######## design 1 ########
design_1/layer_met1.png
Scale bar: 50 microns.
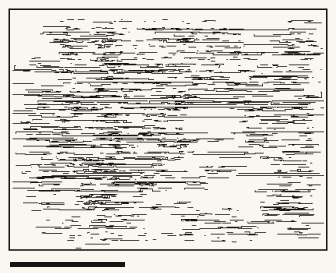

<file path="src/rtl/id_ex_ctrl_if.sv">
// IF/ID -> ID/EX control bundle interface.
// master: the pipeline side presenting the instruction and taking the controls.
// slave: the id_ex_ctrl stage itself.
interface id_ex_ctrl_if #(
  parameter int XLEN  = 32,
  parameter int CNT_W = 16
) ();
  logic             in_valid;
  logic [31:0]      inst;
  logic [XLEN-1:0]  in_pc;
  logic             flush;
  logic             ex_stall;
  logic             stall_if;
  logic             out_valid;
  logic [XLEN-1:0]  out_pc;
  logic [4:0]       rs1, rs2, rd;
  logic             rs1_re, rs2_re;
  logic             reg_we;
  logic [1:0]       wb_sel;
  logic [1:0]       pc_sel;
  logic             branch;
  logic             mem_re, mem_we;
  logic [1:0]       mem_size;
  logic             mem_unsigned;
  logic [3:0]       alu_ctrl;
  logic             op_a_sel, op_b_sel;
  logic [2:0]       sext_op;
  logic             illegal;
  logic [CNT_W-1:0] bubble_cnt;

  modport master (
    output in_valid, inst, in_pc, flush, ex_stall,
    input  stall_if, out_valid, out_pc, rs1, rs2, rd, rs1_re, rs2_re, reg_we,
           wb_sel, pc_sel, branch, mem_re, mem_we, mem_size, mem_unsigned,
           alu_ctrl, op_a_sel, op_b_sel, sext_op, illegal, bubble_cnt
  );

  modport slave (
    input  in_valid, inst, in_pc, flush, ex_stall,
    output stall_if, out_valid, out_pc, rs1, rs2, rd, rs1_re, rs2_re, reg_we,
           wb_sel, pc_sel, branch, mem_re, mem_we, mem_size, mem_unsigned,
           alu_ctrl, op_a_sel, op_b_sel, sext_op, illegal, bubble_cnt
  );
endinterface

</file>
<file path="src/rtl/id_ex_ctrl.sv">
// RV32I decoder with registered ID/EX control bundle, load-use bubble
// insertion, flush and downstream hold.
module id_ex_ctrl #(
  parameter int XLEN            = 32,
  parameter bit LOAD_USE_DETECT = 1'b1,
  parameter int CNT_W           = 16
) (
  input  logic         clk,
  input  logic         rst_n,
  id_ex_ctrl_if.slave  bus
);
  typedef struct packed {
    logic [4:0] rs1;
    logic [4:0] rs2;
    logic [4:0] rd;
    logic       rs1_re;
    logic       rs2_re;
    logic       reg_we;
    logic [1:0] wb_sel;
    logic [1:0] pc_sel;
    logic       branch;
    logic       mem_re;
    logic       mem_we;
    logic [1:0] mem_size;
    logic       mem_unsigned;
    logic [3:0] alu_ctrl;
    logic       op_a_sel;
    logic       op_b_sel;
    logic [2:0] sext_op;
    logic       illegal;
  } ctrl_t;

  localparam logic [6:0] OP_LUI    = 7'b0110111;
  localparam logic [6:0] OP_AUIPC  = 7'b0010111;
  localparam logic [6:0] OP_JAL    = 7'b1101111;
  localparam logic [6:0] OP_JALR   = 7'b1100111;
  localparam logic [6:0] OP_BRANCH = 7'b1100011;
  localparam logic [6:0] OP_LOAD   = 7'b0000011;
  localparam logic [6:0] OP_STORE  = 7'b0100011;
  localparam logic [6:0] OP_IMM    = 7'b0010011;
  localparam logic [6:0] OP_REG    = 7'b0110011;
  localparam logic [6:0] OP_FENCE  = 7'b0001111;
  localparam logic [6:0] OP_SYSTEM = 7'b1110011;

  ctrl_t            r_ctrl;
  logic             r_out_valid;
  logic [XLEN-1:0]  r_out_pc;
  logic [CNT_W-1:0] r_bubble_cnt;

  ctrl_t            w_dec;
  ctrl_t            w_load;
  logic [6:0]       w_opc;
  logic [2:0]       w_f3;
  logic             w_alt;
  logic             w_hazard;
  logic             w_unused;

  assign w_opc = bus.inst[6:0];
  assign w_f3  = bus.inst[14:12];
  assign w_alt = bus.inst[30];
  // Bits only meaningful to the immediate generator downstream.
  assign w_unused = &{1'b0, bus.inst[31], bus.inst[29:25]};

  // ALU op for register/immediate arithmetic; alt selects sub/sra.
  function automatic logic [3:0] alu_of(input logic [2:0] f3, input logic alt);
    case (f3)
      3'b000:  alu_of = alt ? 4'b0001 : 4'b0000;
      3'b001:  alu_of = 4'b0101;
      3'b010:  alu_of = 4'b1000;
      3'b011:  alu_of = 4'b1001;
      3'b100:  alu_of = 4'b0100;
      3'b101:  alu_of = alt ? 4'b0111 : 4'b0110;
      3'b110:  alu_of = 4'b0011;
      default: alu_of = 4'b0010;
    endcase
  endfunction

  // Combinational decode of the IF/ID instruction.
  always_comb begin
    w_dec     = '0;
    w_dec.rs1 = bus.inst[19:15];
    w_dec.rs2 = bus.inst[24:20];
    w_dec.rd  = bus.inst[11:7];
    case (w_opc)
      OP_LUI: begin
        w_dec.reg_we = 1'b1; w_dec.wb_sel = 2'b11; w_dec.sext_op = 3'b100;
      end
      OP_AUIPC: begin
        w_dec.reg_we = 1'b1; w_dec.op_a_sel = 1'b1; w_dec.sext_op = 3'b100;
      end
      OP_JAL: begin
        w_dec.reg_we = 1'b1; w_dec.wb_sel = 2'b01; w_dec.pc_sel = 2'b01;
        w_dec.branch = 1'b1; w_dec.sext_op = 3'b101;
      end
      OP_JALR: begin
        w_dec.reg_we = 1'b1; w_dec.wb_sel = 2'b01; w_dec.pc_sel = 2'b10;
        w_dec.branch = 1'b1; w_dec.sext_op = 3'b001; w_dec.rs1_re = 1'b1;
        w_dec.illegal = (w_f3 != 3'b000);
      end
      OP_BRANCH: begin
        w_dec.pc_sel = 2'b11; w_dec.branch = 1'b1; w_dec.sext_op = 3'b011;
        w_dec.rs1_re = 1'b1; w_dec.rs2_re = 1'b1; w_dec.op_b_sel = 1'b1;
        w_dec.alu_ctrl = w_f3[2] ? {2'b11, w_f3[1:0]} : {3'b101, w_f3[0]};
        w_dec.illegal = (w_f3[2:1] == 2'b01);
      end
      OP_LOAD: begin
        w_dec.reg_we = 1'b1; w_dec.mem_re = 1'b1; w_dec.wb_sel = 2'b10;
        w_dec.sext_op = 3'b001; w_dec.rs1_re = 1'b1;
        w_dec.mem_size = w_f3[1:0]; w_dec.mem_unsigned = w_f3[2];
        w_dec.illegal = (w_f3[1:0] == 2'b11) || (w_f3 == 3'b110);
      end
      OP_STORE: begin
        w_dec.mem_we = 1'b1; w_dec.sext_op = 3'b010;
        w_dec.rs1_re = 1'b1; w_dec.rs2_re = 1'b1; w_dec.mem_size = w_f3[1:0];
        w_dec.illegal = w_f3[2] || (w_f3[1:0] == 2'b11);
      end
      OP_IMM: begin
        w_dec.reg_we = 1'b1; w_dec.sext_op = 3'b001; w_dec.rs1_re = 1'b1;
        // Bit 30 of an immediate is data except in srai.
        w_dec.alu_ctrl = alu_of(w_f3, (w_f3 == 3'b101) && w_alt);
      end
      OP_REG: begin
        w_dec.reg_we = 1'b1; w_dec.op_b_sel = 1'b1;
        w_dec.rs1_re = 1'b1; w_dec.rs2_re = 1'b1;
        w_dec.alu_ctrl = alu_of(w_f3, w_alt);
      end
      // fence and ecall/ebreak flow through as side-effect-free no-ops.
      OP_FENCE:  w_dec.illegal = (w_f3 != 3'b000);
      OP_SYSTEM: w_dec.illegal = (w_f3 != 3'b000);
      default:   w_dec.illegal = 1'b1;
    endcase
    // Undecodable words must not write, touch memory, redirect or stall.
    if (w_dec.illegal) begin
      w_dec.reg_we = 1'b0; w_dec.mem_re = 1'b0; w_dec.mem_we = 1'b0;
      w_dec.branch = 1'b0; w_dec.rs1_re = 1'b0; w_dec.rs2_re = 1'b0;
    end
  end

  // Bundle as loaded on a normal advance: effects qualified by in_valid.
  always_comb begin
    w_load         = w_dec;
    w_load.reg_we  = w_dec.reg_we  & bus.in_valid;
    w_load.mem_re  = w_dec.mem_re  & bus.in_valid;
    w_load.mem_we  = w_dec.mem_we  & bus.in_valid;
    w_load.branch  = w_dec.branch  & bus.in_valid;
    w_load.illegal = w_dec.illegal & bus.in_valid;
  end

  // Load in EX whose destination is read by the instruction in ID.
  always_comb begin
    w_hazard = LOAD_USE_DETECT && r_out_valid && r_ctrl.mem_re &&
               (r_ctrl.rd != 5'd0) && bus.in_valid &&
               ((w_dec.rs1_re && (w_dec.rs1 == r_ctrl.rd)) ||
                (w_dec.rs2_re && (w_dec.rs2 == r_ctrl.rd)));
  end

  assign bus.stall_if = bus.ex_stall | (w_hazard & ~bus.flush);

  // ID/EX register: flush > hold > bubble > advance.
  always_ff @(posedge clk or negedge rst_n) begin
    if (!rst_n) begin
      r_ctrl       <= '0;
      r_out_valid  <= 1'b0;
      r_out_pc     <= '0;
      r_bubble_cnt <= '0;
    end else if (bus.flush) begin
      r_out_valid   <= 1'b0;
      r_ctrl.reg_we <= 1'b0;
      r_ctrl.mem_re <= 1'b0;
      r_ctrl.mem_we <= 1'b0;
      r_ctrl.branch <= 1'b0;
    end else if (!bus.ex_stall) begin
      if (w_hazard) begin
        r_out_valid   <= 1'b0;
        r_ctrl.reg_we <= 1'b0;
        r_ctrl.mem_re <= 1'b0;
        r_ctrl.mem_we <= 1'b0;
        r_ctrl.branch <= 1'b0;
        if (r_bubble_cnt != '1) r_bubble_cnt <= r_bubble_cnt + CNT_W'(1);
      end else begin
        r_ctrl      <= w_load;
        r_out_valid <= bus.in_valid;
        r_out_pc    <= bus.in_pc;
      end
    end
  end

  assign bus.out_valid    = r_out_valid;
  assign bus.out_pc       = r_out_pc;
  assign bus.rs1          = r_ctrl.rs1;
  assign bus.rs2          = r_ctrl.rs2;
  assign bus.rd           = r_ctrl.rd;
  assign bus.rs1_re       = r_ctrl.rs1_re;
  assign bus.rs2_re       = r_ctrl.rs2_re;
  assign bus.reg_we       = r_ctrl.reg_we;
  assign bus.wb_sel       = r_ctrl.wb_sel;
  assign bus.pc_sel       = r_ctrl.pc_sel;
  assign bus.branch       = r_ctrl.branch;
  assign bus.mem_re       = r_ctrl.mem_re;
  assign bus.mem_we       = r_ctrl.mem_we;
  assign bus.mem_size     = r_ctrl.mem_size;
  assign bus.mem_unsigned = r_ctrl.mem_unsigned;
  assign bus.alu_ctrl     = r_ctrl.alu_ctrl;
  assign bus.op_a_sel     = r_ctrl.op_a_sel;
  assign bus.op_b_sel     = r_ctrl.op_b_sel;
  assign bus.sext_op      = r_ctrl.sext_op;
  assign bus.illegal      = r_ctrl.illegal;
  assign bus.bubble_cnt   = r_bubble_cnt;
endmodule
</file>
<file path="src/flat_wrapper.sv">
// flat-port wrapper written by rule: the top's interface ports become plain ports
module id_ex_ctrl_flat 
#(
  parameter int XLEN            = 32,
  parameter bit LOAD_USE_DETECT = 1'b1,
  parameter int CNT_W           = 16
)
  (clk, rst_n, bus_in_valid, bus_inst, bus_in_pc, bus_flush, bus_ex_stall, bus_stall_if, bus_out_valid, bus_out_pc, bus_rs1, bus_rs2, bus_rd, bus_rs1_re, bus_rs2_re, bus_reg_we, bus_wb_sel, bus_pc_sel, bus_branch, bus_mem_re, bus_mem_we, bus_mem_size, bus_mem_unsigned, bus_alu_ctrl, bus_op_a_sel, bus_op_b_sel, bus_sext_op, bus_illegal, bus_bubble_cnt);
  id_ex_ctrl_if #(.XLEN(XLEN), .CNT_W(CNT_W)) bus_i ();
  input  logic clk;
  input  logic rst_n;
  input wire logic [$bits(bus_i.in_valid)-1:0] bus_in_valid;
  input wire logic [$bits(bus_i.inst)-1:0] bus_inst;
  input wire logic [$bits(bus_i.in_pc)-1:0] bus_in_pc;
  input wire logic [$bits(bus_i.flush)-1:0] bus_flush;
  input wire logic [$bits(bus_i.ex_stall)-1:0] bus_ex_stall;
  output wire logic [$bits(bus_i.stall_if)-1:0] bus_stall_if;
  output wire logic [$bits(bus_i.out_valid)-1:0] bus_out_valid;
  output wire logic [$bits(bus_i.out_pc)-1:0] bus_out_pc;
  output wire logic [$bits(bus_i.rs1)-1:0] bus_rs1;
  output wire logic [$bits(bus_i.rs2)-1:0] bus_rs2;
  output wire logic [$bits(bus_i.rd)-1:0] bus_rd;
  output wire logic [$bits(bus_i.rs1_re)-1:0] bus_rs1_re;
  output wire logic [$bits(bus_i.rs2_re)-1:0] bus_rs2_re;
  output wire logic [$bits(bus_i.reg_we)-1:0] bus_reg_we;
  output wire logic [$bits(bus_i.wb_sel)-1:0] bus_wb_sel;
  output wire logic [$bits(bus_i.pc_sel)-1:0] bus_pc_sel;
  output wire logic [$bits(bus_i.branch)-1:0] bus_branch;
  output wire logic [$bits(bus_i.mem_re)-1:0] bus_mem_re;
  output wire logic [$bits(bus_i.mem_we)-1:0] bus_mem_we;
  output wire logic [$bits(bus_i.mem_size)-1:0] bus_mem_size;
  output wire logic [$bits(bus_i.mem_unsigned)-1:0] bus_mem_unsigned;
  output wire logic [$bits(bus_i.alu_ctrl)-1:0] bus_alu_ctrl;
  output wire logic [$bits(bus_i.op_a_sel)-1:0] bus_op_a_sel;
  output wire logic [$bits(bus_i.op_b_sel)-1:0] bus_op_b_sel;
  output wire logic [$bits(bus_i.sext_op)-1:0] bus_sext_op;
  output wire logic [$bits(bus_i.illegal)-1:0] bus_illegal;
  output wire logic [$bits(bus_i.bubble_cnt)-1:0] bus_bubble_cnt;
  assign bus_i.in_valid = bus_in_valid;
  assign bus_i.inst = bus_inst;
  assign bus_i.in_pc = bus_in_pc;
  assign bus_i.flush = bus_flush;
  assign bus_i.ex_stall = bus_ex_stall;
  assign bus_stall_if = bus_i.stall_if;
  assign bus_out_valid = bus_i.out_valid;
  assign bus_out_pc = bus_i.out_pc;
  assign bus_rs1 = bus_i.rs1;
  assign bus_rs2 = bus_i.rs2;
  assign bus_rd = bus_i.rd;
  assign bus_rs1_re = bus_i.rs1_re;
  assign bus_rs2_re = bus_i.rs2_re;
  assign bus_reg_we = bus_i.reg_we;
  assign bus_wb_sel = bus_i.wb_sel;
  assign bus_pc_sel = bus_i.pc_sel;
  assign bus_branch = bus_i.branch;
  assign bus_mem_re = bus_i.mem_re;
  assign bus_mem_we = bus_i.mem_we;
  assign bus_mem_size = bus_i.mem_size;
  assign bus_mem_unsigned = bus_i.mem_unsigned;
  assign bus_alu_ctrl = bus_i.alu_ctrl;
  assign bus_op_a_sel = bus_i.op_a_sel;
  assign bus_op_b_sel = bus_i.op_b_sel;
  assign bus_sext_op = bus_i.sext_op;
  assign bus_illegal = bus_i.illegal;
  assign bus_bubble_cnt = bus_i.bubble_cnt;
  id_ex_ctrl #(.XLEN(XLEN), .LOAD_USE_DETECT(LOAD_USE_DETECT), .CNT_W(CNT_W)) u_core (.clk(clk), .rst_n(rst_n), .bus(bus_i));
endmodule
</file>
<file path="config.mk">
export PLATFORM = sky130hd
export DESIGN_NAME = id_ex_ctrl_flat
export DESIGN_NICKNAME = d
export VERILOG_FILES = /design/src/rtl/id_ex_ctrl_if.sv /design/src/rtl/id_ex_ctrl.sv /design/src/flat_wrapper.sv
export SDC_FILE = /design/constraint.sdc
export NUM_CORES = 1
export LEC_CHECK = 0
export CAP_MARGIN = 10
export CELL_PAD_IN_SITES_DETAIL_PLACEMENT = 0
export CELL_PAD_IN_SITES_GLOBAL_PLACEMENT = 1
export CORE_ASPECT_RATIO = 0.75
export CORE_MARGIN = 2
export CORE_UTILIZATION = 31
export CTS_CLUSTER_SIZE = 24
export DETAILED_ROUTE_END_ITERATION = 10
export PLACE_DENSITY_LB_ADDON = 0.3
export SLEW_MARGIN = 10
export SYNTH_ARGS = -nofsm -noshare
export SYNTH_HDL_FRONTEND = slang
export SYNTH_SLANG_ARGS = --single-unit
</file>
<file path="constraint.sdc">
create_clock -name clk -period 1.9 [get_ports clk]
set_input_delay 0.38 -clock clk [delete_from_list [all_inputs] [get_ports clk]]
set_output_delay 0.38 -clock clk [all_outputs]
set_load 0.01 [all_outputs]
</file>
######## design 2 ########
**config.mk**
```make
export PLATFORM = sky130hd
export DESIGN_NAME = dm_access_unit
export DESIGN_NICKNAME = d
export VERILOG_FILES = /design/src/rtl/dm_access_unit.sv
export SDC_FILE = /design/constraint.sdc
export NUM_CORES = 1
export LEC_CHECK = 0
export CAP_MARGIN = 5
export CORE_MARGIN = 3
export CORE_UTILIZATION = 49
export DETAILED_ROUTE_END_ITERATION = 16
export DONT_BUFFER_PORTS = 1
export GPL_TIMING_DRIVEN = 0
export PLACE_DENSITY = 0.71
export SYNTH_ARGS = -nofsm -noshare
export SYNTH_HDL_FRONTEND = slang
export SYNTH_SLANG_ARGS = --single-unit
```
**constraint.sdc**
```tcl
create_clock -name clk -period 3.4 [get_ports clk]
set_input_delay 0.51 -clock clk [delete_from_list [all_inputs] [get_ports clk]]
set_output_delay 0.51 -clock clk [all_outputs]
set_load 0.01 [all_outputs]
```
**src/rtl/dm_access_unit.sv**
```systemverilog
// Data-memory access unit: turns one pipeline load/store into a registered single-port SRAM access.
// Optional macro DM_MISALIGN_TRAP_EN flags misaligned half/word accesses instead of aligning them.
module dm_access_unit #(
  parameter int unsigned AW = 14
) (
  input  logic          clk,
  input  logic          rst,
  input  logic          req_valid,
  output logic          req_ready,
  input  logic          req_we,
  input  logic [1:0]    req_size,
  input  logic          req_unsigned,
  input  logic [31:0]   req_addr,
  input  logic [31:0]   req_wdata,
  output logic          rsp_valid,
  output logic [31:0]   rsp_rdata,
  output logic          rsp_err,
  output logic [AW-1:0] A_dm,
  output logic [31:0]   DI_dm,
  output logic          OE_dm,
  output logic [3:0]    WEB_dm,
  input  logic [31:0]   DO_dm
);

  typedef enum logic [1:0] {StIdle, StAccess, StResp} state_e;

  state_e          state_q, state_d;
  logic            we_q, we_d;
  logic [1:0]      size_q, size_d;
  logic            uns_q, uns_d;
  logic [1:0]      lane_q, lane_d;
  logic            err_q, err_d;
  logic [AW-1:0]   a_dm_q, a_dm_d;
  logic [31:0]     di_dm_q, di_dm_d;
  logic            oe_dm_q, oe_dm_d;
  logic [3:0]      web_dm_q, web_dm_d;

  logic            is_byte, is_half;
  logic            req_err;
  logic [1:0]      lane_al;
  logic [3:0]      web_st;
  logic [31:0]     di_st;
  logic [7:0]      byte_v;
  logic [15:0]     half_v;
  logic            unused_addr;

  assign unused_addr = ^req_addr[31:AW+2];

  assign is_byte = (req_size == 2'b00);
  assign is_half = (req_size == 2'b01);

`ifdef DM_MISALIGN_TRAP_EN
  assign req_err = (is_half & req_addr[0]) | (!is_byte & !is_half & (|req_addr[1:0]));
  assign lane_al = req_addr[1:0];
`else
  assign req_err = 1'b0;
  assign lane_al = is_byte ? req_addr[1:0] : (is_half ? {req_addr[1], 1'b0} : 2'b00);
`endif

  // Store lane enables (active-low) and replicated data, from the aligned lane.
  always_comb begin
    if (is_byte) begin
      web_st = ~(4'b0001 << lane_al);
      di_st  = {4{req_wdata[7:0]}};
    end else if (is_half) begin
      web_st = lane_al[1] ? 4'b0011 : 4'b1100;
      di_st  = {2{req_wdata[15:0]}};
    end else begin
      web_st = 4'b0000;
      di_st  = req_wdata;
    end
  end

  always_comb begin
    state_d  = state_q;
    we_d     = we_q;
    size_d   = size_q;
    uns_d    = uns_q;
    lane_d   = lane_q;
    err_d    = err_q;
    a_dm_d   = a_dm_q;
    di_dm_d  = di_dm_q;
    oe_dm_d  = 1'b0;
    web_dm_d = 4'hF;
    case (state_q)
      StIdle: begin
        if (req_valid) begin
          state_d = StAccess;
          we_d    = req_we;
          size_d  = req_size;
          uns_d   = req_unsigned;
          lane_d  = lane_al;
          err_d   = req_err;
          a_dm_d  = req_addr[AW+1:2];
          if (!req_err) begin
            if (req_we) begin
              web_dm_d = web_st;
              di_dm_d  = di_st;
            end else begin
              oe_dm_d = 1'b1;
            end
          end
        end
      end
      StAccess: state_d = StResp;
      StResp:   state_d = StIdle;
      default:  state_d = StIdle;
    endcase
  end

  always_ff @(posedge clk or negedge rst) begin
    if (!rst) begin
      state_q  <= StIdle;
      we_q     <= 1'b0;
      size_q   <= 2'b00;
      uns_q    <= 1'b0;
      lane_q   <= 2'b00;
      err_q    <= 1'b0;
      a_dm_q   <= '0;
      di_dm_q  <= 32'h0;
      oe_dm_q  <= 1'b0;
      web_dm_q <= 4'hF;
    end else begin
      state_q  <= state_d;
      we_q     <= we_d;
      size_q   <= size_d;
      uns_q    <= uns_d;
      lane_q   <= lane_d;
      err_q    <= err_d;
      a_dm_q   <= a_dm_d;
      di_dm_q  <= di_dm_d;
      oe_dm_q  <= oe_dm_d;
      web_dm_q <= web_dm_d;
    end
  end

  assign req_ready = (state_q == StIdle);
  assign rsp_valid = (state_q == StResp);
  assign rsp_err   = (state_q == StResp) & err_q;
  assign A_dm      = a_dm_q;
  assign DI_dm     = di_dm_q;
  assign OE_dm     = oe_dm_q;
  assign WEB_dm    = web_dm_q;

  // SRAM data arrives during RESP, so load extraction is combinational on DO_dm.
  assign byte_v = DO_dm[{lane_q, 3'b000} +: 8];
  assign half_v = lane_q[1] ? DO_dm[31:16] : DO_dm[15:0];

  always_comb begin
    rsp_rdata = 32'h0;
    if ((state_q == StResp) && !we_q && !err_q) begin
      case (size_q)
        2'b00:   rsp_rdata = {{24{~uns_q & byte_v[7]}}, byte_v};
        2'b01:   rsp_rdata = {{16{~uns_q & half_v[15]}}, half_v};
        default: rsp_rdata = DO_dm;
      endcase
    end
  end

endmodule

```
design_2/layer_met1.png
Scale bar: 20 microns.
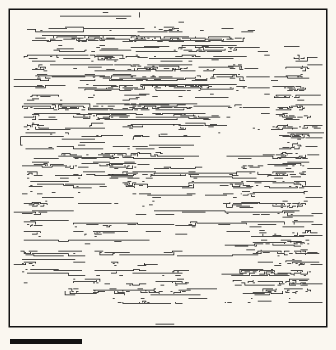
443 nets have wire on it. The wires run mostly horizontal. The longest straight run is 26.7 microns. The layer carries 3540 microns of wire.

==> job_summary.md, design 2 <==
### Yosys + OpenROAD results

| Metric | Value |
|---|---|
| Remaining DRCs | 0 |
| Sw Ratio | 0.369 |
| Yosys top cell by area | dfrtp_1 |
| Synth cell count leaders | nand2_1, dfrtp_1, o21ai_0 |
| Internal | 1340 uW |
| Required time of the critical path | 2.89 ns |
| Post-synthesis compound-gate area fraction | 0.153 |
| Final worst-path cycle share | 0.752 |
| Post-Syn Area | 0.00331 sq mm |
| Status | finished, final reports clean |
| Reg2reg end | DI_dm[28] |
| FP Util | 0.513 |
| Synth top cell by count | nand2_1 |
| IO Pins | 189 |
| Non-filler cells, final | 486 |
| Share of layout cells above drive strength 1 | 0.164 |
| Mean routed wirelength per cell | 19.0 microns |
| CP startpoint kind | flip-flop |
| CP startpoint | lane_q[1] |
| WP data arrival | 2.05 ns |
| Last element of the critical path | rsp_rdata[1] |
| Post-layout min period | 2.56 ns |
| Total GRT Usage | 0.231 |
| ANT cells | 0 |
| Setup ws final | 0.843 ns |
| Slew HR | 0.578 |
| Post-synth regs | 59 |
| Yosys warnings | 0 |
| Dpl hpwl | 7.18 mm |
| Post-route cell area | 0.00361 sq mm |
| GR met1 Demand/Resource | 0.270 |
| Met3 Wirelength | 956 microns |
| Num CTS Buffers | 9 |
| Final Setup Violations | 0 |
| Largest net degree at the start of global routing | 56 |
| P_seq | 1070 uW |
| Comb area leader | simple AND/OR/NAND/NOR gates |
| Async SR Flop Fraction | 1.00 |
| Latency at later pin | 0.33 ns |
| Yosys adder share | 0 |
| Yosys simple share | 0.233 |
| Final core utilization | 0.558 |
| OpenROAD warning count | 42 |
| Hold/Removal Path Class | primary input to async pin |
| Drt pass-1 iters | 7 |
| Sequential share of power | 0.502 |
| Area delta synth->final | 8.84% |
| CTS H-Tree Depth | 3 |
| Reg clk slew, reported paths | 0.06 ns |
-- design 2: area by class of cell --
type                    instances  area [sq um]  share of cell area
plain buffers                  27           144              0.0399
clock buffers                  12           145              0.0402
clock inverters                 2          13.8             0.00382
inverters                      13          48.8              0.0135
multi-input cells             294          1640               0.455
flip-flops and latches         59          1480               0.411
well taps                      77          96.3              0.0267
repair buffers                  2          37.5              0.0104
-- design 2: worst max-delay path: stages (launching register included) --
cell and delay, ns:
dfrtp_1 0.37, buf_6 0.15, clkbuf_1 0.22, o21ai_0 0.47
a22oi_1 0.17, a21oi_1 0.33
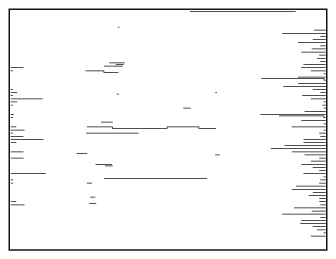
design_1/layer_met3.png
The layer holds 6.1% of the routed length. 102 nets have wire on it. The longest straight run is 45.8 microns. The wires run mostly horizontal. The layer carries 857 microns of wire.

About design_1/layer_met1.png:
The longest straight run is 50.6 microns. The wires run mostly horizontal. 581 nets have wire on it. The layer carries 6790 microns of wire. The layer holds 48% of the routed length.

==> job_summary.md, design 1 <==
### Yosys + OpenROAD results

| Metric | Value |
|---|---|
| Reg-to-reg startpoint | u_core.bus.rd[3] |
| Comb area leader | multiplexers |
| Top cells, area | dfrtp_1, mux2_1, mux2_2 |
| Final core utilization | 0.601 |
| Final worst-path cycle share | 1.17 |
| Highest Clock Rate | 449 MHz |
| Yosys top cell by area | dfrtp_1 |
| Mean routed wirelength per cell | 18.1 microns |
| Family with the most delay on the worst path | buffers and inverters |
| Post-CTS Resized | 194 |
| ANT cells | 1 |
| Flop2flop setup slack | -0.33 ns |
| Vias | 3738 |
| Final hold vios | 0 |
| Non-clock buffer area fraction after layout | 0.339 |
| Max reg flops | 32 |
| CP startpoint | u_core.bus.rd[3] |
| Ys cells | 347 |
| Share of layout cells above drive strength 1 | 0.421 |
| Final Setup Violations | 83 |
| GPL Wtd Cong | 0.849 |
| Comb area | 0.00247 sq mm |
| Post-DRT Antenna Nets | 0 |
| Seq/Total Area, Yosys | 0.523 |
| Critical path depth | 10 |
| Clk_buf instances | 10 |
| Last element of the critical path | u_core.bus.out_pc[12] |
| EDFF count, synth | 0 |
| Slew HR | 0.641 |
| Violated checks | setup timing |
| CP cell instances | xnor2_2 > nand2_1 > nor3_4 > o21ai_2 > buf_6 > o21ai_4 > buf_6 > buf_12 > buf_16 > mux2_4 |
| Final Slew Violations | 0 |
| Latency at later pin | 0.34 ns |
| Power per cell area | 668 mW/mm^2 |
| Yosys chip area | 0.00416 sq mm |
| Final Skew | 0.00588 ns |
| Status | complete, but fails checks |
| CP startpoint kind | flip-flop |
| Bufs and invs on worst path | 4 |
| Port Buffers | 150 |
| Register Area | 0.00218 sq mm |
| OpenROAD warning count | 35 |
| Number of global-route vias before repair | 3943 |
| Congestion Overflow GR | 0 |
| Setup ws final | -0.326 ns |
| Starting DRT DRC Count | 138 |
| VDD IR max | 496 uV |
| Die area | 0.0144 sq mm |
| Pre-CTS setup slack | -1.12 ns |
| Cell mode on critical path | buf_6 |
| Synth unique cells | 54 |
| Row cnt | 36 |
| Clk cell area share | 0.0362 |
| Placed insts | 730 |
| Syn_nets | 417 |
| RSZ-0062 raised after global routing | true |
| Remaining DRCs | 0 |
| Sink Count | 87 |
| Count of non-CTS inverters in the layout | 10 |
| Comb area share | 0.314 |
| Top class by area | non-clock buffers |
| Fillers | 1060 |
| Post-route cell area | 0.00786 sq mm |
design 1: layer usage:
| layer | vias to the layer above | GRT usage | wire length, microns | share of wire |
|---|---|---|---|---|
| met3 | 13 | 0.0482 | 856 | 0.061 |
| met5 | - | 0 | 0 | 0 |
| met1 | 1842 | 0.282 | 6790 | 0.48 |
| met2 | 119 | 0.312 | 6280 | 0.45 |
| met4 | 0 | 0.0408 | 166 | 0.012 |
| li1 | 1764 | - | - | - |
design 1: power breakdown:
part / switching, uW / internal, uW / total (uW)
combinational: 531 / 910 / 1440
sequential: 105 / 2010 / 2120
clock: 762 / 926 / 1690
total: 1400 / 3850 / 5250

==> gallery <==
Routing congestion map.
picture 1
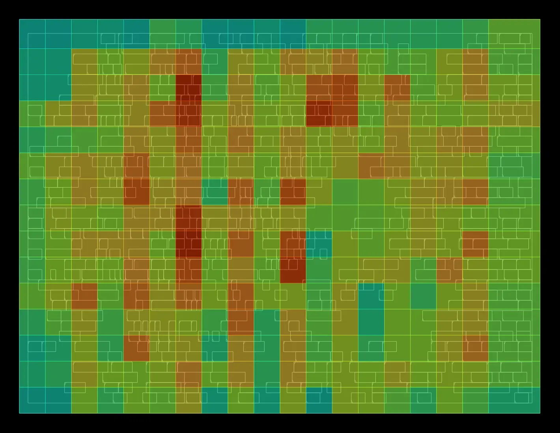
picture 2
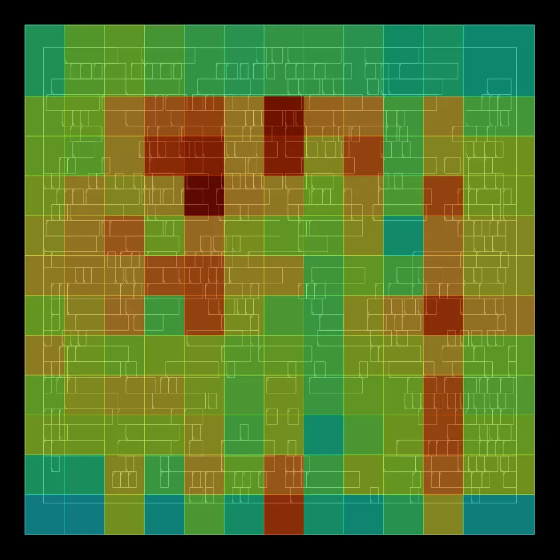
picture 1: design 1
picture 2: design 2



==> gallery <==
Signal wires on met2.
Plate I
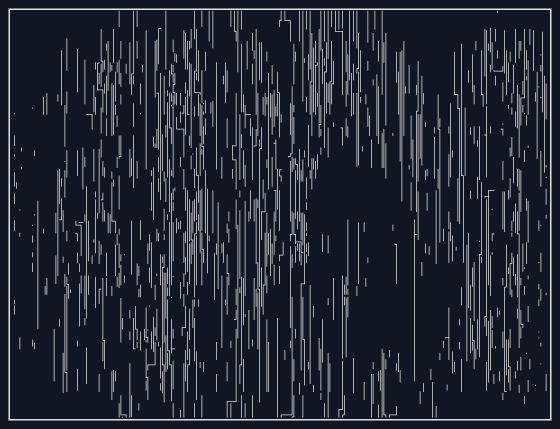
Plate II
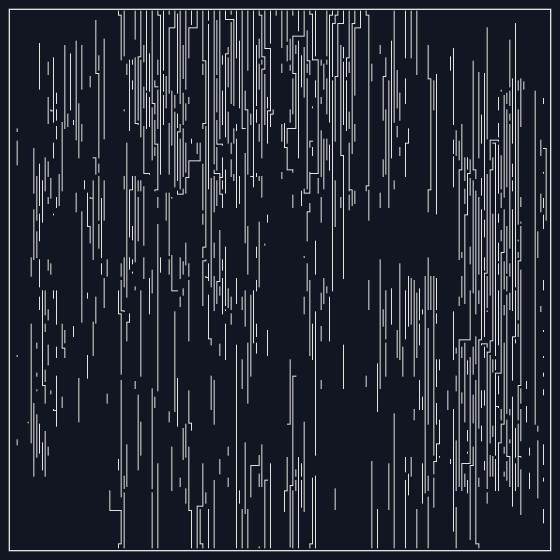
- design 2 = Plate II
- design 1 = Plate I

Power and IR drop assume default switching activity.
